=== uart_rx_buffer_flat ===
===== config.mk =====
export PLATFORM = sky130hd
export DESIGN_NAME = uart_rx_buffer_flat
export DESIGN_NICKNAME = d
export VERILOG_FILES = /design/src/rtl/uart_rx_buffer_pkg.sv /design/src/rtl/uart_rx_buffer_if.sv /design/src/rtl/uart_fifo_mem.sv /design/src/rtl/uart_rx_buffer.sv /design/src/flat_wrapper.sv
export SDC_FILE = /design/constraint.sdc
export NUM_CORES = 1
export LEC_CHECK = 0
export CORE_MARGIN = 2
export CORE_UTILIZATION = 45
export DETAILED_ROUTE_END_ITERATION = 6
export HOLD_SLACK_MARGIN = 0.12
export PLACE_DENSITY = 0.71
export SKIP_LAST_GASP = 1
export SLEW_MARGIN = 20
export SYNTH_ARGS = -nofsm -noshare
export SYNTH_HDL_FRONTEND = slang
export SYNTH_SLANG_ARGS = --single-unit

===== constraint.sdc =====
create_clock -name clk -period 5.5 [get_ports clk]
set_input_delay 1.1 -clock clk [delete_from_list [all_inputs] [get_ports clk]]
set_output_delay 1.1 -clock clk [all_outputs]
set_load 0.02 [all_outputs]

===== src/rtl/uart_rx_buffer_pkg.sv =====
// Shared UART constants and the receive-queue entry layout.
// The TX-side buffer and the register-map block import these as well.
package uart_rx_buffer_pkg;

    localparam int UART_DATA_W        = 8;
    localparam int UART_RXQ_ENTRY_W   = 9;
    localparam int UART_RXQ_BREAK_BIT = 8;

    // Break flag sits in the MSB so it lines up with UART_RXQ_BREAK_BIT.
    typedef struct packed {
        logic                   brk;
        logic [UART_DATA_W-1:0] data;
    } rxq_entry_t;

endpackage


===== src/rtl/uart_rx_buffer_if.sv =====
// Receiver-facing strobe and consumer-facing valid/ready signals of the RX buffer.
// The buffer takes the slave view; the receiver/consumer side takes the master view.
interface uart_rx_buffer_if;
    import uart_rx_buffer_pkg::*;

    logic                   recv_valid;
    logic [UART_DATA_W-1:0] recv_data;
    logic                   recv_break;
    logic                   out_valid;
    logic                   out_ready;
    logic [UART_DATA_W-1:0] out_data;
    logic                   out_break;

    modport slave (
        input  recv_valid,
        input  recv_data,
        input  recv_break,
        input  out_ready,
        output out_valid,
        output out_data,
        output out_break
    );

    modport master (
        output recv_valid,
        output recv_data,
        output recv_break,
        output out_ready,
        input  out_valid,
        input  out_data,
        input  out_break
    );

endinterface


===== src/rtl/uart_fifo_mem.sv =====
// Register-array storage: one synchronous write port and one asynchronous read port.
// Contents are deliberately not reset; pointer state elsewhere decides what is valid.
module uart_fifo_mem #(
    parameter int DEPTH_LOG2 = 4,
    parameter int WIDTH      = 9
) (
    input  logic                  clk,
    input  logic                  we,
    input  logic [DEPTH_LOG2-1:0] waddr,
    input  logic [WIDTH-1:0]      wdata,
    input  logic [DEPTH_LOG2-1:0] raddr,
    output logic [WIDTH-1:0]      rdata
);

    logic [WIDTH-1:0] mem_q [2**DEPTH_LOG2];

    always_ff @(posedge clk) begin
        if (we) begin
            mem_q[waddr] <= wdata;
        end
    end

    assign rdata = mem_q[raddr];

endmodule


===== src/rtl/uart_rx_buffer.sv =====
// Receive byte FIFO between the UART receiver and the CPU side, with show-ahead
// head output, occupancy level, threshold interrupt, sticky overflow and flush.
module uart_rx_buffer
    import uart_rx_buffer_pkg::*;
#(
    parameter int DEPTH_LOG2 = 4,
    parameter int THRESH     = 8
) (
    input  logic                  clk,
    input  logic                  resetn,
    uart_rx_buffer_if.slave       rxIf,
    output logic [DEPTH_LOG2:0]   level,
    output logic                  irq_thresh,
    output logic                  overflow,
    input  logic                  overflow_clr,
    input  logic                  flush
);

    localparam int                    DEPTH      = 2**DEPTH_LOG2;
    localparam logic [DEPTH_LOG2:0]   LVL_FULL   = (DEPTH_LOG2+1)'(DEPTH);
    localparam logic [DEPTH_LOG2:0]   LVL_THRESH = (DEPTH_LOG2+1)'(THRESH);
    localparam logic [DEPTH_LOG2:0]   LVL_ONE    = (DEPTH_LOG2+1)'(1);
    localparam logic [DEPTH_LOG2-1:0] PTR_ONE    = DEPTH_LOG2'(1);

    logic [DEPTH_LOG2-1:0] wrPtr_q, wrPtr_d;
    logic [DEPTH_LOG2-1:0] rdPtr_q, rdPtr_d;
    logic [DEPTH_LOG2:0]   level_q, level_d;
    logic                  overflow_q, overflow_d;
    logic                  irq_q, irq_d;

    logic                        isEmpty;
    logic                        isFull;
    logic                        popEn;
    logic                        pushEn;
    logic                        dropEv;
    logic                        memWe;
    rxq_entry_t                  memWdata;
    logic [UART_RXQ_ENTRY_W-1:0] memRdata;

    always_comb begin
        isEmpty    = (level_q == '0);
        isFull     = (level_q == LVL_FULL);
        popEn      = !isEmpty && rxIf.out_ready;
        // A full queue still accepts a byte when the head leaves on the same edge.
        pushEn     = rxIf.recv_valid && (!isFull || popEn);
        dropEv     = rxIf.recv_valid && isFull && !popEn;

        wrPtr_d    = wrPtr_q;
        rdPtr_d    = rdPtr_q;
        level_d    = level_q;
        memWe      = 1'b0;
        memWdata   = '{brk: rxIf.recv_break, data: rxIf.recv_data};

        if (flush) begin
            wrPtr_d = '0;
            rdPtr_d = '0;
            level_d = '0;
        end else begin
            memWe = pushEn;
            if (pushEn) begin
                wrPtr_d = wrPtr_q + PTR_ONE;
            end
            if (popEn) begin
                rdPtr_d = rdPtr_q + PTR_ONE;
            end
            if (pushEn && !popEn) begin
                level_d = level_q + LVL_ONE;
            end else if (popEn && !pushEn) begin
                level_d = level_q - LVL_ONE;
            end
        end

        // Set beats clear; a push discarded by flush is not a drop.
        if (dropEv && !flush) begin
            overflow_d = 1'b1;
        end else if (overflow_clr) begin
            overflow_d = 1'b0;
        end else begin
            overflow_d = overflow_q;
        end

        irq_d = (level_d >= LVL_THRESH);
    end

    always_ff @(posedge clk or negedge resetn) begin
        if (!resetn) begin
            wrPtr_q    <= '0;
            rdPtr_q    <= '0;
            level_q    <= '0;
            overflow_q <= 1'b0;
            irq_q      <= 1'b0;
        end else begin
            wrPtr_q    <= wrPtr_d;
            rdPtr_q    <= rdPtr_d;
            level_q    <= level_d;
            overflow_q <= overflow_d;
            irq_q      <= irq_d;
        end
    end

    uart_fifo_mem #(
        .DEPTH_LOG2 (DEPTH_LOG2),
        .WIDTH      (UART_RXQ_ENTRY_W)
    ) u_mem (
        .clk   (clk),
        .we    (memWe),
        .waddr (wrPtr_q),
        .wdata (memWdata),
        .raddr (rdPtr_q),
        .rdata (memRdata)
    );

    assign rxIf.out_valid = !isEmpty;
    assign rxIf.out_data  = isEmpty ? '0 : memRdata[UART_DATA_W-1:0];
    assign rxIf.out_break = isEmpty ? 1'b0 : memRdata[UART_RXQ_BREAK_BIT];

    assign level      = level_q;
    assign irq_thresh = irq_q;
    assign overflow   = overflow_q;

endmodule


===== src/flat_wrapper.sv =====
// flat-port wrapper written by rule: the top's interface ports become plain ports
module uart_rx_buffer_flat import uart_rx_buffer_pkg::*;
#(
    parameter int DEPTH_LOG2 = 4,
    parameter int THRESH     = 8
)
  (clk, resetn, level, irq_thresh, overflow, overflow_clr, flush, rxIf_recv_valid, rxIf_recv_data, rxIf_recv_break, rxIf_out_ready, rxIf_out_valid, rxIf_out_data, rxIf_out_break);
  uart_rx_buffer_if rxIf_i ();
  input  logic clk;
  input  logic resetn;
  output logic [DEPTH_LOG2:0] level;
  output logic irq_thresh;
  output logic overflow;
  input  logic overflow_clr;
  input  logic flush;
  input wire logic [$bits(rxIf_i.recv_valid)-1:0] rxIf_recv_valid;
  input wire logic [$bits(rxIf_i.recv_data)-1:0] rxIf_recv_data;
  input wire logic [$bits(rxIf_i.recv_break)-1:0] rxIf_recv_break;
  input wire logic [$bits(rxIf_i.out_ready)-1:0] rxIf_out_ready;
  output wire logic [$bits(rxIf_i.out_valid)-1:0] rxIf_out_valid;
  output wire logic [$bits(rxIf_i.out_data)-1:0] rxIf_out_data;
  output wire logic [$bits(rxIf_i.out_break)-1:0] rxIf_out_break;
  assign rxIf_i.recv_valid = rxIf_recv_valid;
  assign rxIf_i.recv_data = rxIf_recv_data;
  assign rxIf_i.recv_break = rxIf_recv_break;
  assign rxIf_i.out_ready = rxIf_out_ready;
  assign rxIf_out_valid = rxIf_i.out_valid;
  assign rxIf_out_data = rxIf_i.out_data;
  assign rxIf_out_break = rxIf_i.out_break;
  uart_rx_buffer #(.DEPTH_LOG2(DEPTH_LOG2), .THRESH(THRESH)) u_core (.clk(clk), .resetn(resetn), .rxIf(rxIf_i), .level(level), .irq_thresh(irq_thresh), .overflow(overflow), .overflow_clr(overflow_clr), .flush(flush));
endmodule

=== idli_sqi_m ===
`src/rtl/idli_sqi_m.sv`:
```
// idli_sqi_m: quad-SPI (SQI) memory transaction sequencer.
//
// A request in IDLE issues a 2-nibble command (0x03 read / 0x02 write),
// then a 6-nibble address (MS nibble first). Reads insert 2 dummy beats,
// then enter the data phase. The data phase is unbounded and ends on
// i_sqi_stop. Read nibbles come out registered, one cycle after they are
// sampled. Write nibbles pass combinationally from i_sqi_wdata to SIO.
//
// Ports:
//   i_sqi_gck        clock, rising edge
//   i_sqi_rst        synchronous active-high reset
//   i_sqi_req        start transaction (IDLE only)
//   i_sqi_wr         1 = write, 0 = read (sampled with req)
//   i_sqi_addr       24-bit byte address (sampled with req)
//   i_sqi_stop       end burst (DATA only)
//   i_sqi_wdata      write nibble for the current DATA cycle
//   o_sqi_wdata_rdy  i_sqi_wdata consumed this cycle
//   o_sqi_busy       not IDLE
//   o_sqi_cs         chip select, active-high
//   o_sqi_sio_out    nibble driven onto SIO[3:0]
//   o_sqi_sio_oe     per-pin output enable
//   i_sqi_sio_in     nibble read from SIO[3:0]
//   o_sqi_data       registered read nibble
//   o_sqi_data_vld   o_sqi_data valid
//
// state | meaning
// IDLE  | no transaction, CS low, waiting for req
// CMD   | 2 beats of command nibbles
// ADDR  | 6 beats of address nibbles, MS first
// DUMMY | 2 turnaround beats, reads only
// DATA  | data transfer until stop
module idli_sqi_m (
  input  logic        i_sqi_gck,
  input  logic        i_sqi_rst,
  input  logic        i_sqi_req,
  input  logic        i_sqi_wr,
  input  logic [23:0] i_sqi_addr,
  input  logic        i_sqi_stop,
  input  logic [3:0]  i_sqi_wdata,
  output logic        o_sqi_wdata_rdy,
  output logic        o_sqi_busy,
  output logic        o_sqi_cs,
  output logic [3:0]  o_sqi_sio_out,
  output logic [3:0]  o_sqi_sio_oe,
  input  logic [3:0]  i_sqi_sio_in,
  output logic [3:0]  o_sqi_data,
  output logic        o_sqi_data_vld
);

  localparam logic [2:0] ST_IDLE  = 3'd0;
  localparam logic [2:0] ST_CMD   = 3'd1;
  localparam logic [2:0] ST_ADDR  = 3'd2;
  localparam logic [2:0] ST_DUMMY = 3'd3;
  localparam logic [2:0] ST_DATA  = 3'd4;

  logic [2:0]  r_state;
  logic [2:0]  r_beat;
  logic        r_wr;
  logic [23:0] r_addr;
  logic [3:0]  r_data;
  logic        r_data_vld;

  logic [2:0]  w_state_nxt;
  logic        w_rd_data;
  logic        w_wr_data;
  logic [3:0]  w_addr_nib;

  assign w_rd_data = (r_state == ST_DATA) && !r_wr;
  assign w_wr_data = (r_state == ST_DATA) &&  r_wr;

  always_comb begin
    w_state_nxt = r_state;
    case (r_state)
      ST_IDLE:  if (i_sqi_req)       w_state_nxt = ST_CMD;
      ST_CMD:   if (r_beat == 3'd1)  w_state_nxt = ST_ADDR;
      ST_ADDR:  if (r_beat == 3'd5)  w_state_nxt = r_wr ? ST_DATA : ST_DUMMY;
      ST_DUMMY: if (r_beat == 3'd1)  w_state_nxt = ST_DATA;
      ST_DATA:  if (i_sqi_stop)      w_state_nxt = ST_IDLE;
      default:                       w_state_nxt = ST_IDLE;
    endcase
  end

  always_ff @(posedge i_sqi_gck) begin
    if (i_sqi_rst) begin
      r_state    <= ST_IDLE;
      r_beat     <= 3'd0;
      r_wr       <= 1'b0;
      r_addr     <= 24'd0;
      r_data     <= 4'd0;
      r_data_vld <= 1'b0;
    end else begin
      r_state <= w_state_nxt;
      // Beat only matters in the fixed-length phases; hold it at 0 elsewhere.
      if (w_state_nxt != r_state)
        r_beat <= 3'd0;
      else if (r_state == ST_CMD || r_state == ST_ADDR || r_state == ST_DUMMY)
        r_beat <= r_beat + 3'd1;
      if (r_state == ST_IDLE && i_sqi_req) begin
        r_wr   <= i_sqi_wr;
        r_addr <= i_sqi_addr;
      end
      // The stop cycle still samples, so its nibble emerges after CS drops.
      r_data_vld <= w_rd_data;
      if (w_rd_data)
        r_data <= i_sqi_sio_in;
    end
  end

  always_comb begin
    w_addr_nib = 4'h0;
    case (r_beat)
      3'd0:    w_addr_nib = r_addr[23:20];
      3'd1:    w_addr_nib = r_addr[19:16];
      3'd2:    w_addr_nib = r_addr[15:12];
      3'd3:    w_addr_nib = r_addr[11:8];
      3'd4:    w_addr_nib = r_addr[7:4];
      3'd5:    w_addr_nib = r_addr[3:0];
      default: w_addr_nib = 4'h0;
    endcase
  end

  always_comb begin
    o_sqi_sio_out = 4'h0;
    case (r_state)
      ST_CMD:  o_sqi_sio_out = (r_beat == 3'd0) ? 4'h0 : (r_wr ? 4'h2 : 4'h3);
      ST_ADDR: o_sqi_sio_out = w_addr_nib;
      ST_DATA: o_sqi_sio_out = r_wr ? i_sqi_wdata : 4'h0;
      default: o_sqi_sio_out = 4'h0;
    endcase
  end

  assign o_sqi_sio_oe    = (r_state == ST_CMD || r_state == ST_ADDR || w_wr_data) ? 4'hF : 4'h0;
  assign o_sqi_busy      = (r_state != ST_IDLE);
  assign o_sqi_cs        = (r_state != ST_IDLE);
  assign o_sqi_wdata_rdy = w_wr_data;
  assign o_sqi_data      = r_data;
  assign o_sqi_data_vld  = r_data_vld;

endmodule

```
`config.mk`:
```
export PLATFORM = sky130hd
export DESIGN_NAME = idli_sqi_m
export DESIGN_NICKNAME = d
export VERILOG_FILES = /design/src/rtl/idli_sqi_m.sv
export SDC_FILE = /design/constraint.sdc
export NUM_CORES = 1
export LEC_CHECK = 0
export CAP_MARGIN = 15
export CORE_ASPECT_RATIO = 0.6
export CORE_MARGIN = 8
export CORE_UTILIZATION = 30
export CTS_CLUSTER_DIAMETER = 30
export DETAILED_ROUTE_END_ITERATION = 8
export HOLD_SLACK_MARGIN = 0.12
export PLACE_DENSITY = 0.51
export SYNTH_ARGS = -nofsm -noshare
export SYNTH_HDL_FRONTEND = slang
export SYNTH_SLANG_ARGS = --single-unit
```
`constraint.sdc`:
```
create_clock -name i_sqi_gck -period 6.43 [get_ports i_sqi_gck]
set_clock_uncertainty 0.2 [all_clocks]
set_input_delay 1.286 -clock i_sqi_gck [delete_from_list [all_inputs] [get_ports i_sqi_gck]]
set_output_delay 1.286 -clock i_sqi_gck [all_outputs]
set_load 0.02 [all_outputs]
```
=== pov_load_scheduler ===
===== src/rtl/pov_load_scheduler.sv =====
// Once-per-frame vblank arbiter between the SPI vector buffer and the demo generator.
// Optional POV_HOLD_EN adds i_hold, which suppresses the grant for frames arbitrated while it is high.
//
//  state  | meaning
//  IDLE   | waiting for vsync_start
//  ARB    | one cycle: choose spi, demo or nothing
//  LOAD   | one cycle: load strobe (and spi ack) is live
//  SETTLE | POV regs settling, watch for vblank ending early
//  DONE   | frame handled, wait for vblank to end
module pov_load_scheduler #(
   parameter int SETTLE_CYCLES = 4,
   parameter int DEMO_DIV      = 1,
   parameter int FRAME_W       = 16,
   parameter int DROP_W        = 8
) (
   input  logic               clk,
   input  logic               reset,
   input  logic               i_vsync_start,
   input  logic               i_vblank,
   input  logic               i_spi_new,
   input  logic               i_demo_req,
`ifdef POV_HOLD_EN
   input  logic               i_hold,
`endif
   output logic               o_load_spi,
   output logic               o_load_demo,
   output logic               o_spi_ack,
   output logic [1:0]         o_grant,
   output logic               o_busy,
   output logic               o_late,
   output logic [FRAME_W-1:0] o_frame_count,
   output logic [DROP_W-1:0]  o_drop_count
);

   localparam int CNT_W = (SETTLE_CYCLES > 1) ? $clog2(SETTLE_CYCLES) : 1;
   localparam int DIV_W = (DEMO_DIV > 1) ? $clog2(DEMO_DIV) : 1;

   typedef enum logic [2:0] {IDLE, ARB, LOAD, SETTLE, DONE} state_t;

   state_t             state;
   logic [CNT_W-1:0]   settle_cnt;
   logic [DIV_W-1:0]   div_cnt;
   logic               spi_pend;
   logic               last_demo;
   logic               demo_slot;
   logic               late_seen;
   logic               hold;
   logic               demo_ok;

`ifdef POV_HOLD_EN
   assign hold = i_hold;
`else
   assign hold = 1'b0;
`endif

   // Frame eligibility is captured at vsync, before div_cnt advances for this frame.
   assign demo_ok = i_demo_req && demo_slot;

   always_ff @(posedge clk) begin
      if (reset) begin
         state         <= IDLE;
         settle_cnt    <= '0;
         div_cnt       <= '0;
         spi_pend      <= 1'b0;
         last_demo     <= 1'b1;
         demo_slot     <= 1'b0;
         late_seen     <= 1'b0;
         o_load_spi    <= 1'b0;
         o_load_demo   <= 1'b0;
         o_spi_ack     <= 1'b0;
         o_grant       <= 2'b00;
         o_busy        <= 1'b0;
         o_late        <= 1'b0;
         o_frame_count <= '0;
         o_drop_count  <= '0;
      end else begin
         o_load_spi  <= 1'b0;
         o_load_demo <= 1'b0;
         o_spi_ack   <= 1'b0;
         o_late      <= 1'b0;

         // A new frame landing on the ack cycle refills the buffer without a drop.
         if (i_spi_new) begin
            if (spi_pend && !o_spi_ack && (o_drop_count != {DROP_W{1'b1}}))
               o_drop_count <= o_drop_count + DROP_W'(1);
            spi_pend <= 1'b1;
         end else if (o_spi_ack) begin
            spi_pend <= 1'b0;
         end

         if (i_vsync_start) begin
            o_frame_count <= o_frame_count + FRAME_W'(1);
            div_cnt       <= (div_cnt == DIV_W'(DEMO_DIV - 1)) ? '0 : div_cnt + DIV_W'(1);
         end

         case (state)
            IDLE: begin
               if (i_vsync_start) begin
                  state     <= ARB;
                  demo_slot <= (div_cnt == '0);
                  late_seen <= 1'b0;
                  o_busy    <= 1'b1;
               end
            end
            ARB: begin
               if (hold) begin
                  state  <= DONE;
                  o_busy <= 1'b0;
               end else if (spi_pend && (!demo_ok || last_demo)) begin
                  state      <= LOAD;
                  o_load_spi <= 1'b1;
                  o_spi_ack  <= 1'b1;
                  o_grant    <= 2'b01;
                  last_demo  <= 1'b0;
               end else if (demo_ok) begin
                  state       <= LOAD;
                  o_load_demo <= 1'b1;
                  o_grant     <= 2'b10;
                  last_demo   <= 1'b1;
               end else begin
                  state  <= DONE;
                  o_busy <= 1'b0;
               end
            end
            LOAD: begin
               state      <= SETTLE;
               settle_cnt <= CNT_W'(SETTLE_CYCLES - 1);
            end
            SETTLE: begin
               if (!i_vblank && !late_seen) begin
                  o_late    <= 1'b1;
                  late_seen <= 1'b1;
               end
               if (settle_cnt == '0) begin
                  state  <= DONE;
                  o_busy <= 1'b0;
               end else begin
                  settle_cnt <= settle_cnt - CNT_W'(1);
               end
            end
            DONE: begin
               if (!i_vblank) state <= IDLE;
            end
            default: state <= IDLE;
         endcase
      end
   end

endmodule


===== config.mk =====
export PLATFORM = sky130hd
export DESIGN_NAME = pov_load_scheduler
export DESIGN_NICKNAME = d
export VERILOG_FILES = /design/src/rtl/pov_load_scheduler.sv
export SDC_FILE = /design/constraint.sdc
export NUM_CORES = 1
export LEC_CHECK = 0
export CAP_MARGIN = 40
export CELL_PAD_IN_SITES_DETAIL_PLACEMENT = 1
export CELL_PAD_IN_SITES_GLOBAL_PLACEMENT = 1
export CORE_ASPECT_RATIO = 0.6
export CORE_MARGIN = 2
export CORE_UTILIZATION = 37
export CTS_CLUSTER_SIZE = 20
export DETAILED_ROUTE_END_ITERATION = 8
export GPL_ROUTABILITY_DRIVEN = 0
export GPL_TIMING_DRIVEN = 0
export PLACE_DENSITY = 0.76
export SYNTH_ARGS = -nofsm -noshare
export SYNTH_HDL_FRONTEND = slang
export SYNTH_SLANG_ARGS = --single-unit

===== constraint.sdc =====
create_clock -name clk -period 1.9 [get_ports clk]
set_input_delay 0.285 -clock clk [delete_from_list [all_inputs] [get_ports clk]]
set_output_delay 0.285 -clock clk [all_outputs]
set_load 0.05 [all_outputs]


==> gallery <==
Wiring by layer.
Scale bar: 20 um. Two of the layers only.
panel A
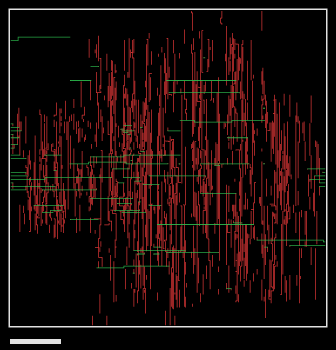
panel B
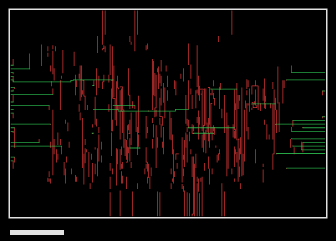
panel C
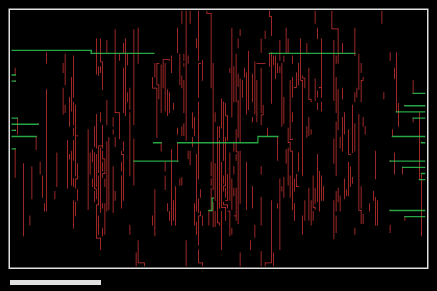
panel C: pov_load_scheduler
panel A: uart_rx_buffer_flat
panel B: idli_sqi_m
The one with the least wire is panel C.
The one with the largest die is panel A.

uart_rx_buffer_flat/cell_density.png
12 x 12 tiles, from black (low) to pale yellow (high), 0 to 100% covered.
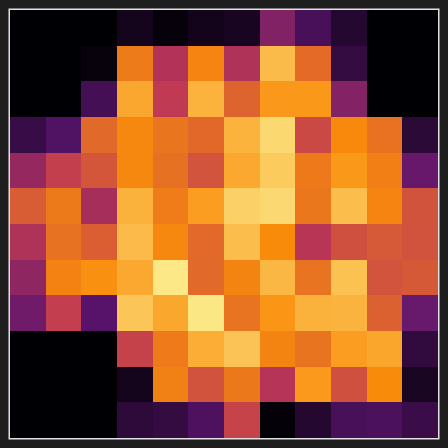
tiles over 75% full: 23%
nearly empty tiles: 17%
fullest tile: 95%
mean over tiles: 48%
densest ninth of the die: centre
Util after Layout: 54.8%
initial core utilization: 46.4%

==> flow_summary_export.csv, uart_rx_buffer_flat <==
group,metric,value,unit
power,power.leakage,2.51,nW
global_routing,grtUsageTotal,19.1,%
floorplan,rows,43,
synthesis,ys.flops,159,
timing,slew_headroom,30.4,%
clocking,cts.sinks,159,
critical_path,regToRegStartpoint,"u_core.level[0]",
power,p_clk_share,35.5,%
placed_design,dp_cells,555,
finish,comb_share,21.8,%
route,wl_met1,5770,um
route,met2_length,6470,um
power,p_int,0.00241,W
synthesis,netlist_instances,345,
finish,fin_nets,416,
placed_design,placed_area,7040,sq um
critical_path,cp.arrival,3110,ps
critical_path,start_kind,"register",
synthesis,synth_area,6460,sq um
global_routing,first_global_vias,3485,
clocking,clk_pin_slew_worst_paths,60,ps
floorplan,chip_area,15300,sq um
global_routing,use_met2,29.7,%
timing,whs,557,ps
floorplan,taps,180,
route,dr_wl_met3,696,um
outcome,status,"finished clean",
worst_hold_path,min_to,"u_core.overflow",
global_routing,met1_usage,25.5,%
worst_hold_path,min_from,"u_core.overflow",
timing,skew,7.07,ps
route,first_pass_iters,5,
synthesis,synth.avg_cell_area,18.7,sq um
global_routing,antenna_found_initial,0,
synthesis,yosys-top-cells-count,"edfxtp_1, mux4_2, nor2_1",
[uart_rx_buffer_flat: critical path: stages, from the launching register on]
cell and delay (ps):
dfrtp_1 810, buf_4 360, buf_4 260, mux4_2 340, a22oi_1 210, o21ai_0 130
clkdlybuf4s50_1 560
[uart_rx_buffer_flat: cell families (layout without fill, tap and decap cells)]
logic type	after synthesis	count (layout)
flip-flops	159	159
AND/OR/NAND/NOR	65	65
multiplexers	47	47
AND-OR/OR-AND	38	38
buffers and inverters	24	86
adder cells (fa/ha/maj)	7	7
XOR/XNOR	5	5
[uart_rx_buffer_flat: sequential cells by signal, indices dropped and copies added (netlist names)]
| name | flops |
|---|---|
| u_core.irq_thresh | 1 |
| u_core.level | 5 |
| u_core.overflow | 1 |
| u_core.rdPtr_q | 4 |
| u_core.u_mem.mem_q | 144 |
| u_core.wrPtr_q | 4 |
[uart_rx_buffer_flat: power by group through the flow]
stage          Sequential, W  Clock (W)  Combinational (W)
6_report             0.00139    0.00119           0.000768
4_1_cts              0.00139    0.00121           0.000783
3_5_place_dp         0.00142          0           0.000780
3_3_place_gp         0.00142          0           0.000773
2_1_floorplan        0.00141          0           0.000516
5_1_grt              0.00140    0.00125           0.000831
pov_load_scheduler/placement_by_type.png
Scale bar: 20 um. Fill, decap, tap and diode cells in grey.
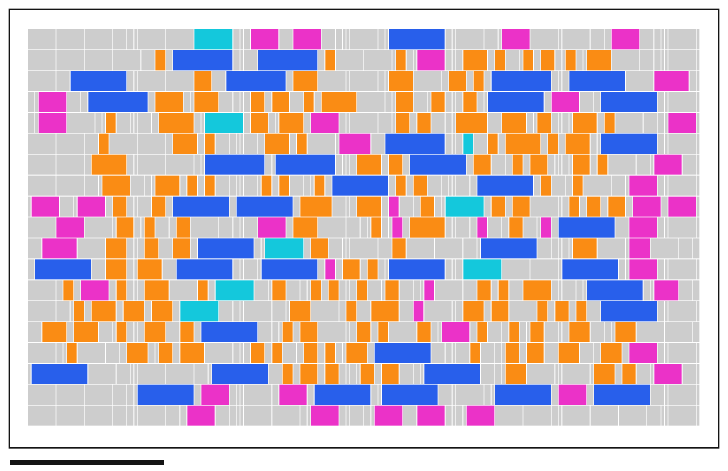
[magenta] remaining buffers and delay cells | cells: 44 | share of their area: 18%
[cyan] clock drivers and dummy loads | cells: 8 | share of their area: 4.6%
[blue] sequential cells | cells: 39 | share of their area: 36%
[orange] combinational and other logic | cells: 150 | share of their area: 41%
site row count: 19
final instance area: 2270 sq um

pov_load_scheduler/cell_density.png
9 x 6 tiles, from black (low) to pale yellow (high), 0 to 100% covered.
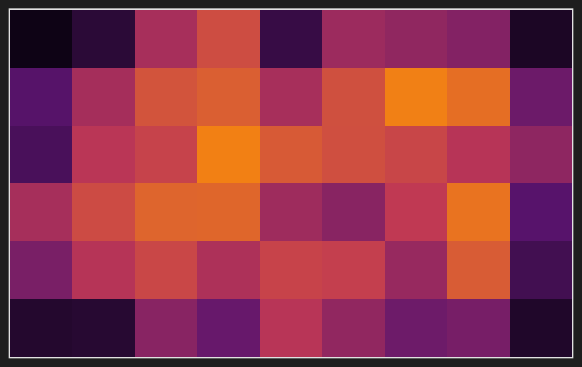
densest ninth of the die: centre
fullest tile: 72%
mean over tiles: 42%
Core ar.: 4520 sq um
initial core utilization: 38.1%
Util after Layout: 50.3%

==> flow_summary_export.csv, pov_load_scheduler <==
group,metric,value,unit
timing,skew,2.84,ps
synthesis,async_flop_share,0,%
synthesis,yosys_cells,198,
route,dr.max_layer_used,"met4",
critical_path,cp.arrival,1550,ps
synthesis,synthMuxAreaShare,1.82,%
global_routing,grt_max_degree,12,
finish,nFillCells,547,
critical_path,max_stage_delay,840,ps
clocking,cts.sinks,39,
timing,rsz0062_at_grt,"false",
worst_hold_path,min_to,"o_frame_count[0]",
outcome,status,"finished clean",
synthesis,synth_top_flop_cell,"dfxtp_1",
floorplan,die_h,56.8,um
power,p_int,0.00125,W
critical_path,critPathCapture,"o_drop_count[4]",
global_routing,use_met3,3.62,%
finish,lay_top_cells,"clkdlybuf4s50_1, dfxtp_1, nor2_1, a21oi_1, nand2_1",
power,p_clk_share,36.3,%
placed_design,place_worst_setup_slack,-86.7,ps
floorplan,taps,63,
global_routing,first_global_vias,1514,
critical_path,crit_cells,1,
finish,top_register,"o_frame_count",
floorplan,io_pins,37,
finish,n_antenna_cell,0,
## pov_load_scheduler: power groups by stage
stage	sequential (W)	clock, W	combinational, W
after floorplan	0.000917	0	0.0000965
after global placement	0.000880	0	0.000194
after detailed placement	0.000881	0	0.000199
after CTS	0.000862	0.000630	0.000200
after global routing	0.000865	0.000667	0.000217
final	0.000861	0.000605	0.000199
## pov_load_scheduler: synthesized netlist by cell type (all sizes together), types with 2 or more instances
| cell type | count |
|---|---|
| nand4 | 4 |
| ha | 3 |
| a21oi | 15 |
| xor2 | 6 |
| or2 | 2 |
| nor4 | 3 |
| inv | 8 |
| a221oi | 2 |
| a211oi | 2 |
| and3 | 2 |
| xnor2 | 9 |
| nor2b | 2 |
| or3 | 4 |
| nand2 | 14 |
| o31ai | 4 |
| buf | 4 |
| mux2i | 2 |
| dfxtp | 39 |
| nand3 | 4 |
| or4 | 3 |
| nor3 | 8 |
| nand2b | 4 |
| nand3b | 2 |
| a21o | 3 |
| clkbuf | 5 |
| o21ai | 6 |
| nor2 | 28 |
## pov_load_scheduler: what timing repair did
| item | 4_1_cts | 5_1_grt |
|---|---|---|
| endpoints found under the setup margin | 1 | 3 |
| pin swaps | 0 | 0 |
| resized | 1 | 3 |
idli_sqi_m/placement_by_type.png
Scale bar: 20 um. Fill, decap, tap and diode cells in grey.
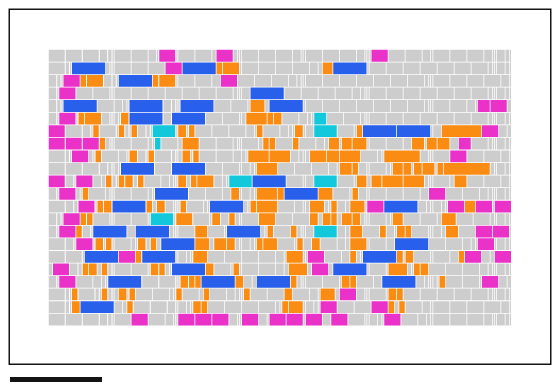
[orange] combinational and other logic | cells: 162 | share of their area: 42%
[blue] sequential cells | cells: 36 | share of their area: 31%
[cyan] clock drivers and dummy loads | cells: 8 | share of their area: 4.0%
[magenta] remaining buffers and delay cells | cells: 54 | share of their area: 23%
final instance area: 2450 sq um
Core ar.: 6000 sq um
Util after Layout: 40.8%
site row count: 22
flop share of the area: 29.4%

idli_sqi_m/congestion.png
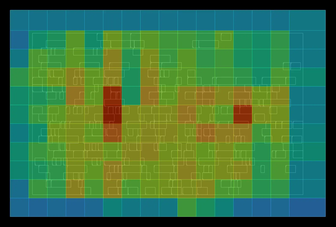
met3 usage: 3.72%
Global Route met1 Usage: 17.8%
met2 Use GR: 15.4%

==> flow_summary_export.csv, idli_sqi_m <==
group,metric,value,unit
route,drt-initial-drc-count,84,
placed_design,io_buffers,52,
critical_path,rr_endpoint,"r_addr[18]",
critical_path,startpoint,"r_beat[2]",
timing,worst_pin_slew,1070,ps
route,wl,5180,um
synthesis,async_flop_share,0,%
synthesis,syn-num-nets,260,
worst_hold_path,hold_depth,2,
critical_path,r2r_setup_slack,3980,ps
critical_path,cp_cell_sequence,"inv_1 > ha_1 > a32o_1 > a221o_1 > a22o_1 > clkdlybuf4s50_1",
clocking,cts.sinks,36,
floorplan,chip_area,8950,sq um
synthesis,ys.flops,36,
clocking,cts_max_path_buffers,2,
critical_path,regToRegStartpoint,"r_state[1]",
synthesis,yosysWarnings,0,
critical_path,critPathCapture,"o_sqi_sio_out[3]",
clocking,hold_buffers,0,
synthesis,area_leaders,"dfxtp_1, nand2_1, a21oi_1",
placed_design,hpwl,3660,um
finish,finalNonFillerCells,344,
timing,setup_violations,0,
finish,logic_area,978,sq um
global_routing,grt_overflow_total,0,
timing,fin_crit,4200,ps
timing,max_freq,238,MHz
outcome,status,"finished clean",
timing,finalHoldViolations,0,
finish,regArea,721,sq um
clocking,cts_resized,0,
route,first_pass_iters,4,
finish,lay_top_cells,"nand2_1, clkdlybuf4s50_1, dfxtp_1, a21oi_1, nor2_1",
synthesis,netlist_instances,218,
synthesis,edf_count,0,
worst_hold_path,hp-class,"register to register",
==> idli_sqi_m: area by class of cell <==
| class | count | area share [%] |
|---|---|---|
| Multi-Input combinational cell | 158 | 40.0 |
| Sequential cell | 36 | 29.4 |
| Timing Repair Buffer | 54 | 21.9 |
| Tap cell | 84 | 4.29 |
| Clock buffer | 7 | 3.53 |
| Inverter | 4 | 0.613 |
| Clock inverter | 1 | 0.307 |
==> idli_sqi_m: metal layers <==
| layer | wire length, um | global-route usage [%] | up-vias |
|---|---|---|---|
| met2 | 1990 | 15.4 | 48 |
| met5 | 0 | 0 | - |
| met4 | 27 | 2.67 | 0 |
| li1 | - | - | 833 |
| met1 | 2780 | 17.8 | 746 |
| met3 | 369 | 3.72 | 5 |
==> idli_sqi_m: worst max-delay path: cells and delay by family (launching register included) <==
kind | cells | cell delay [ps]
adders and majority gates | 1 | 320
buffers and inverters | 2 | 770
AOI/OAI and AO/OA | 3 | 690
DFF | 1 | 660
==> idli_sqi_m: where the power goes <==
part / total, W / switching (W) / internal (W)
Combinational: 0.000254 / 0.000141 / 0.000114
Clock: 0.000169 / 0.0000817 / 0.0000871
Sequential: 0.000285 / 0.0000354 / 0.000250


## Gallery

Sequential cells grouped by signal name.
Scale bar: 20 um. Other sequential cells in the stronger grey, the rest of the logic in the fainter grey.
(a)
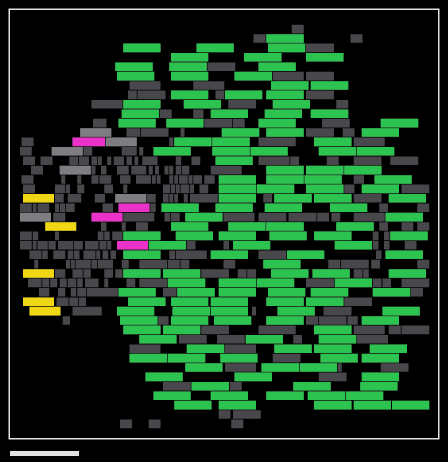
(b)
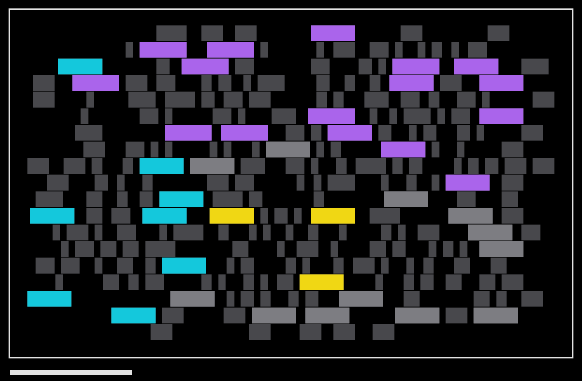
(c)
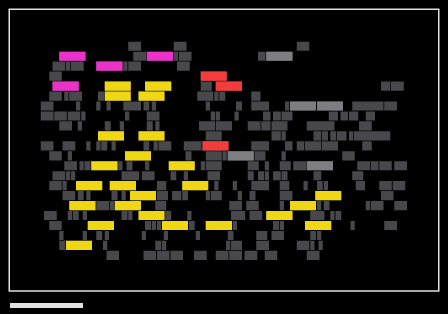
idli_sqi_m -> (c)
pov_load_scheduler -> (b)
uart_rx_buffer_flat -> (a)

Power and IR drop assume default switching activity.
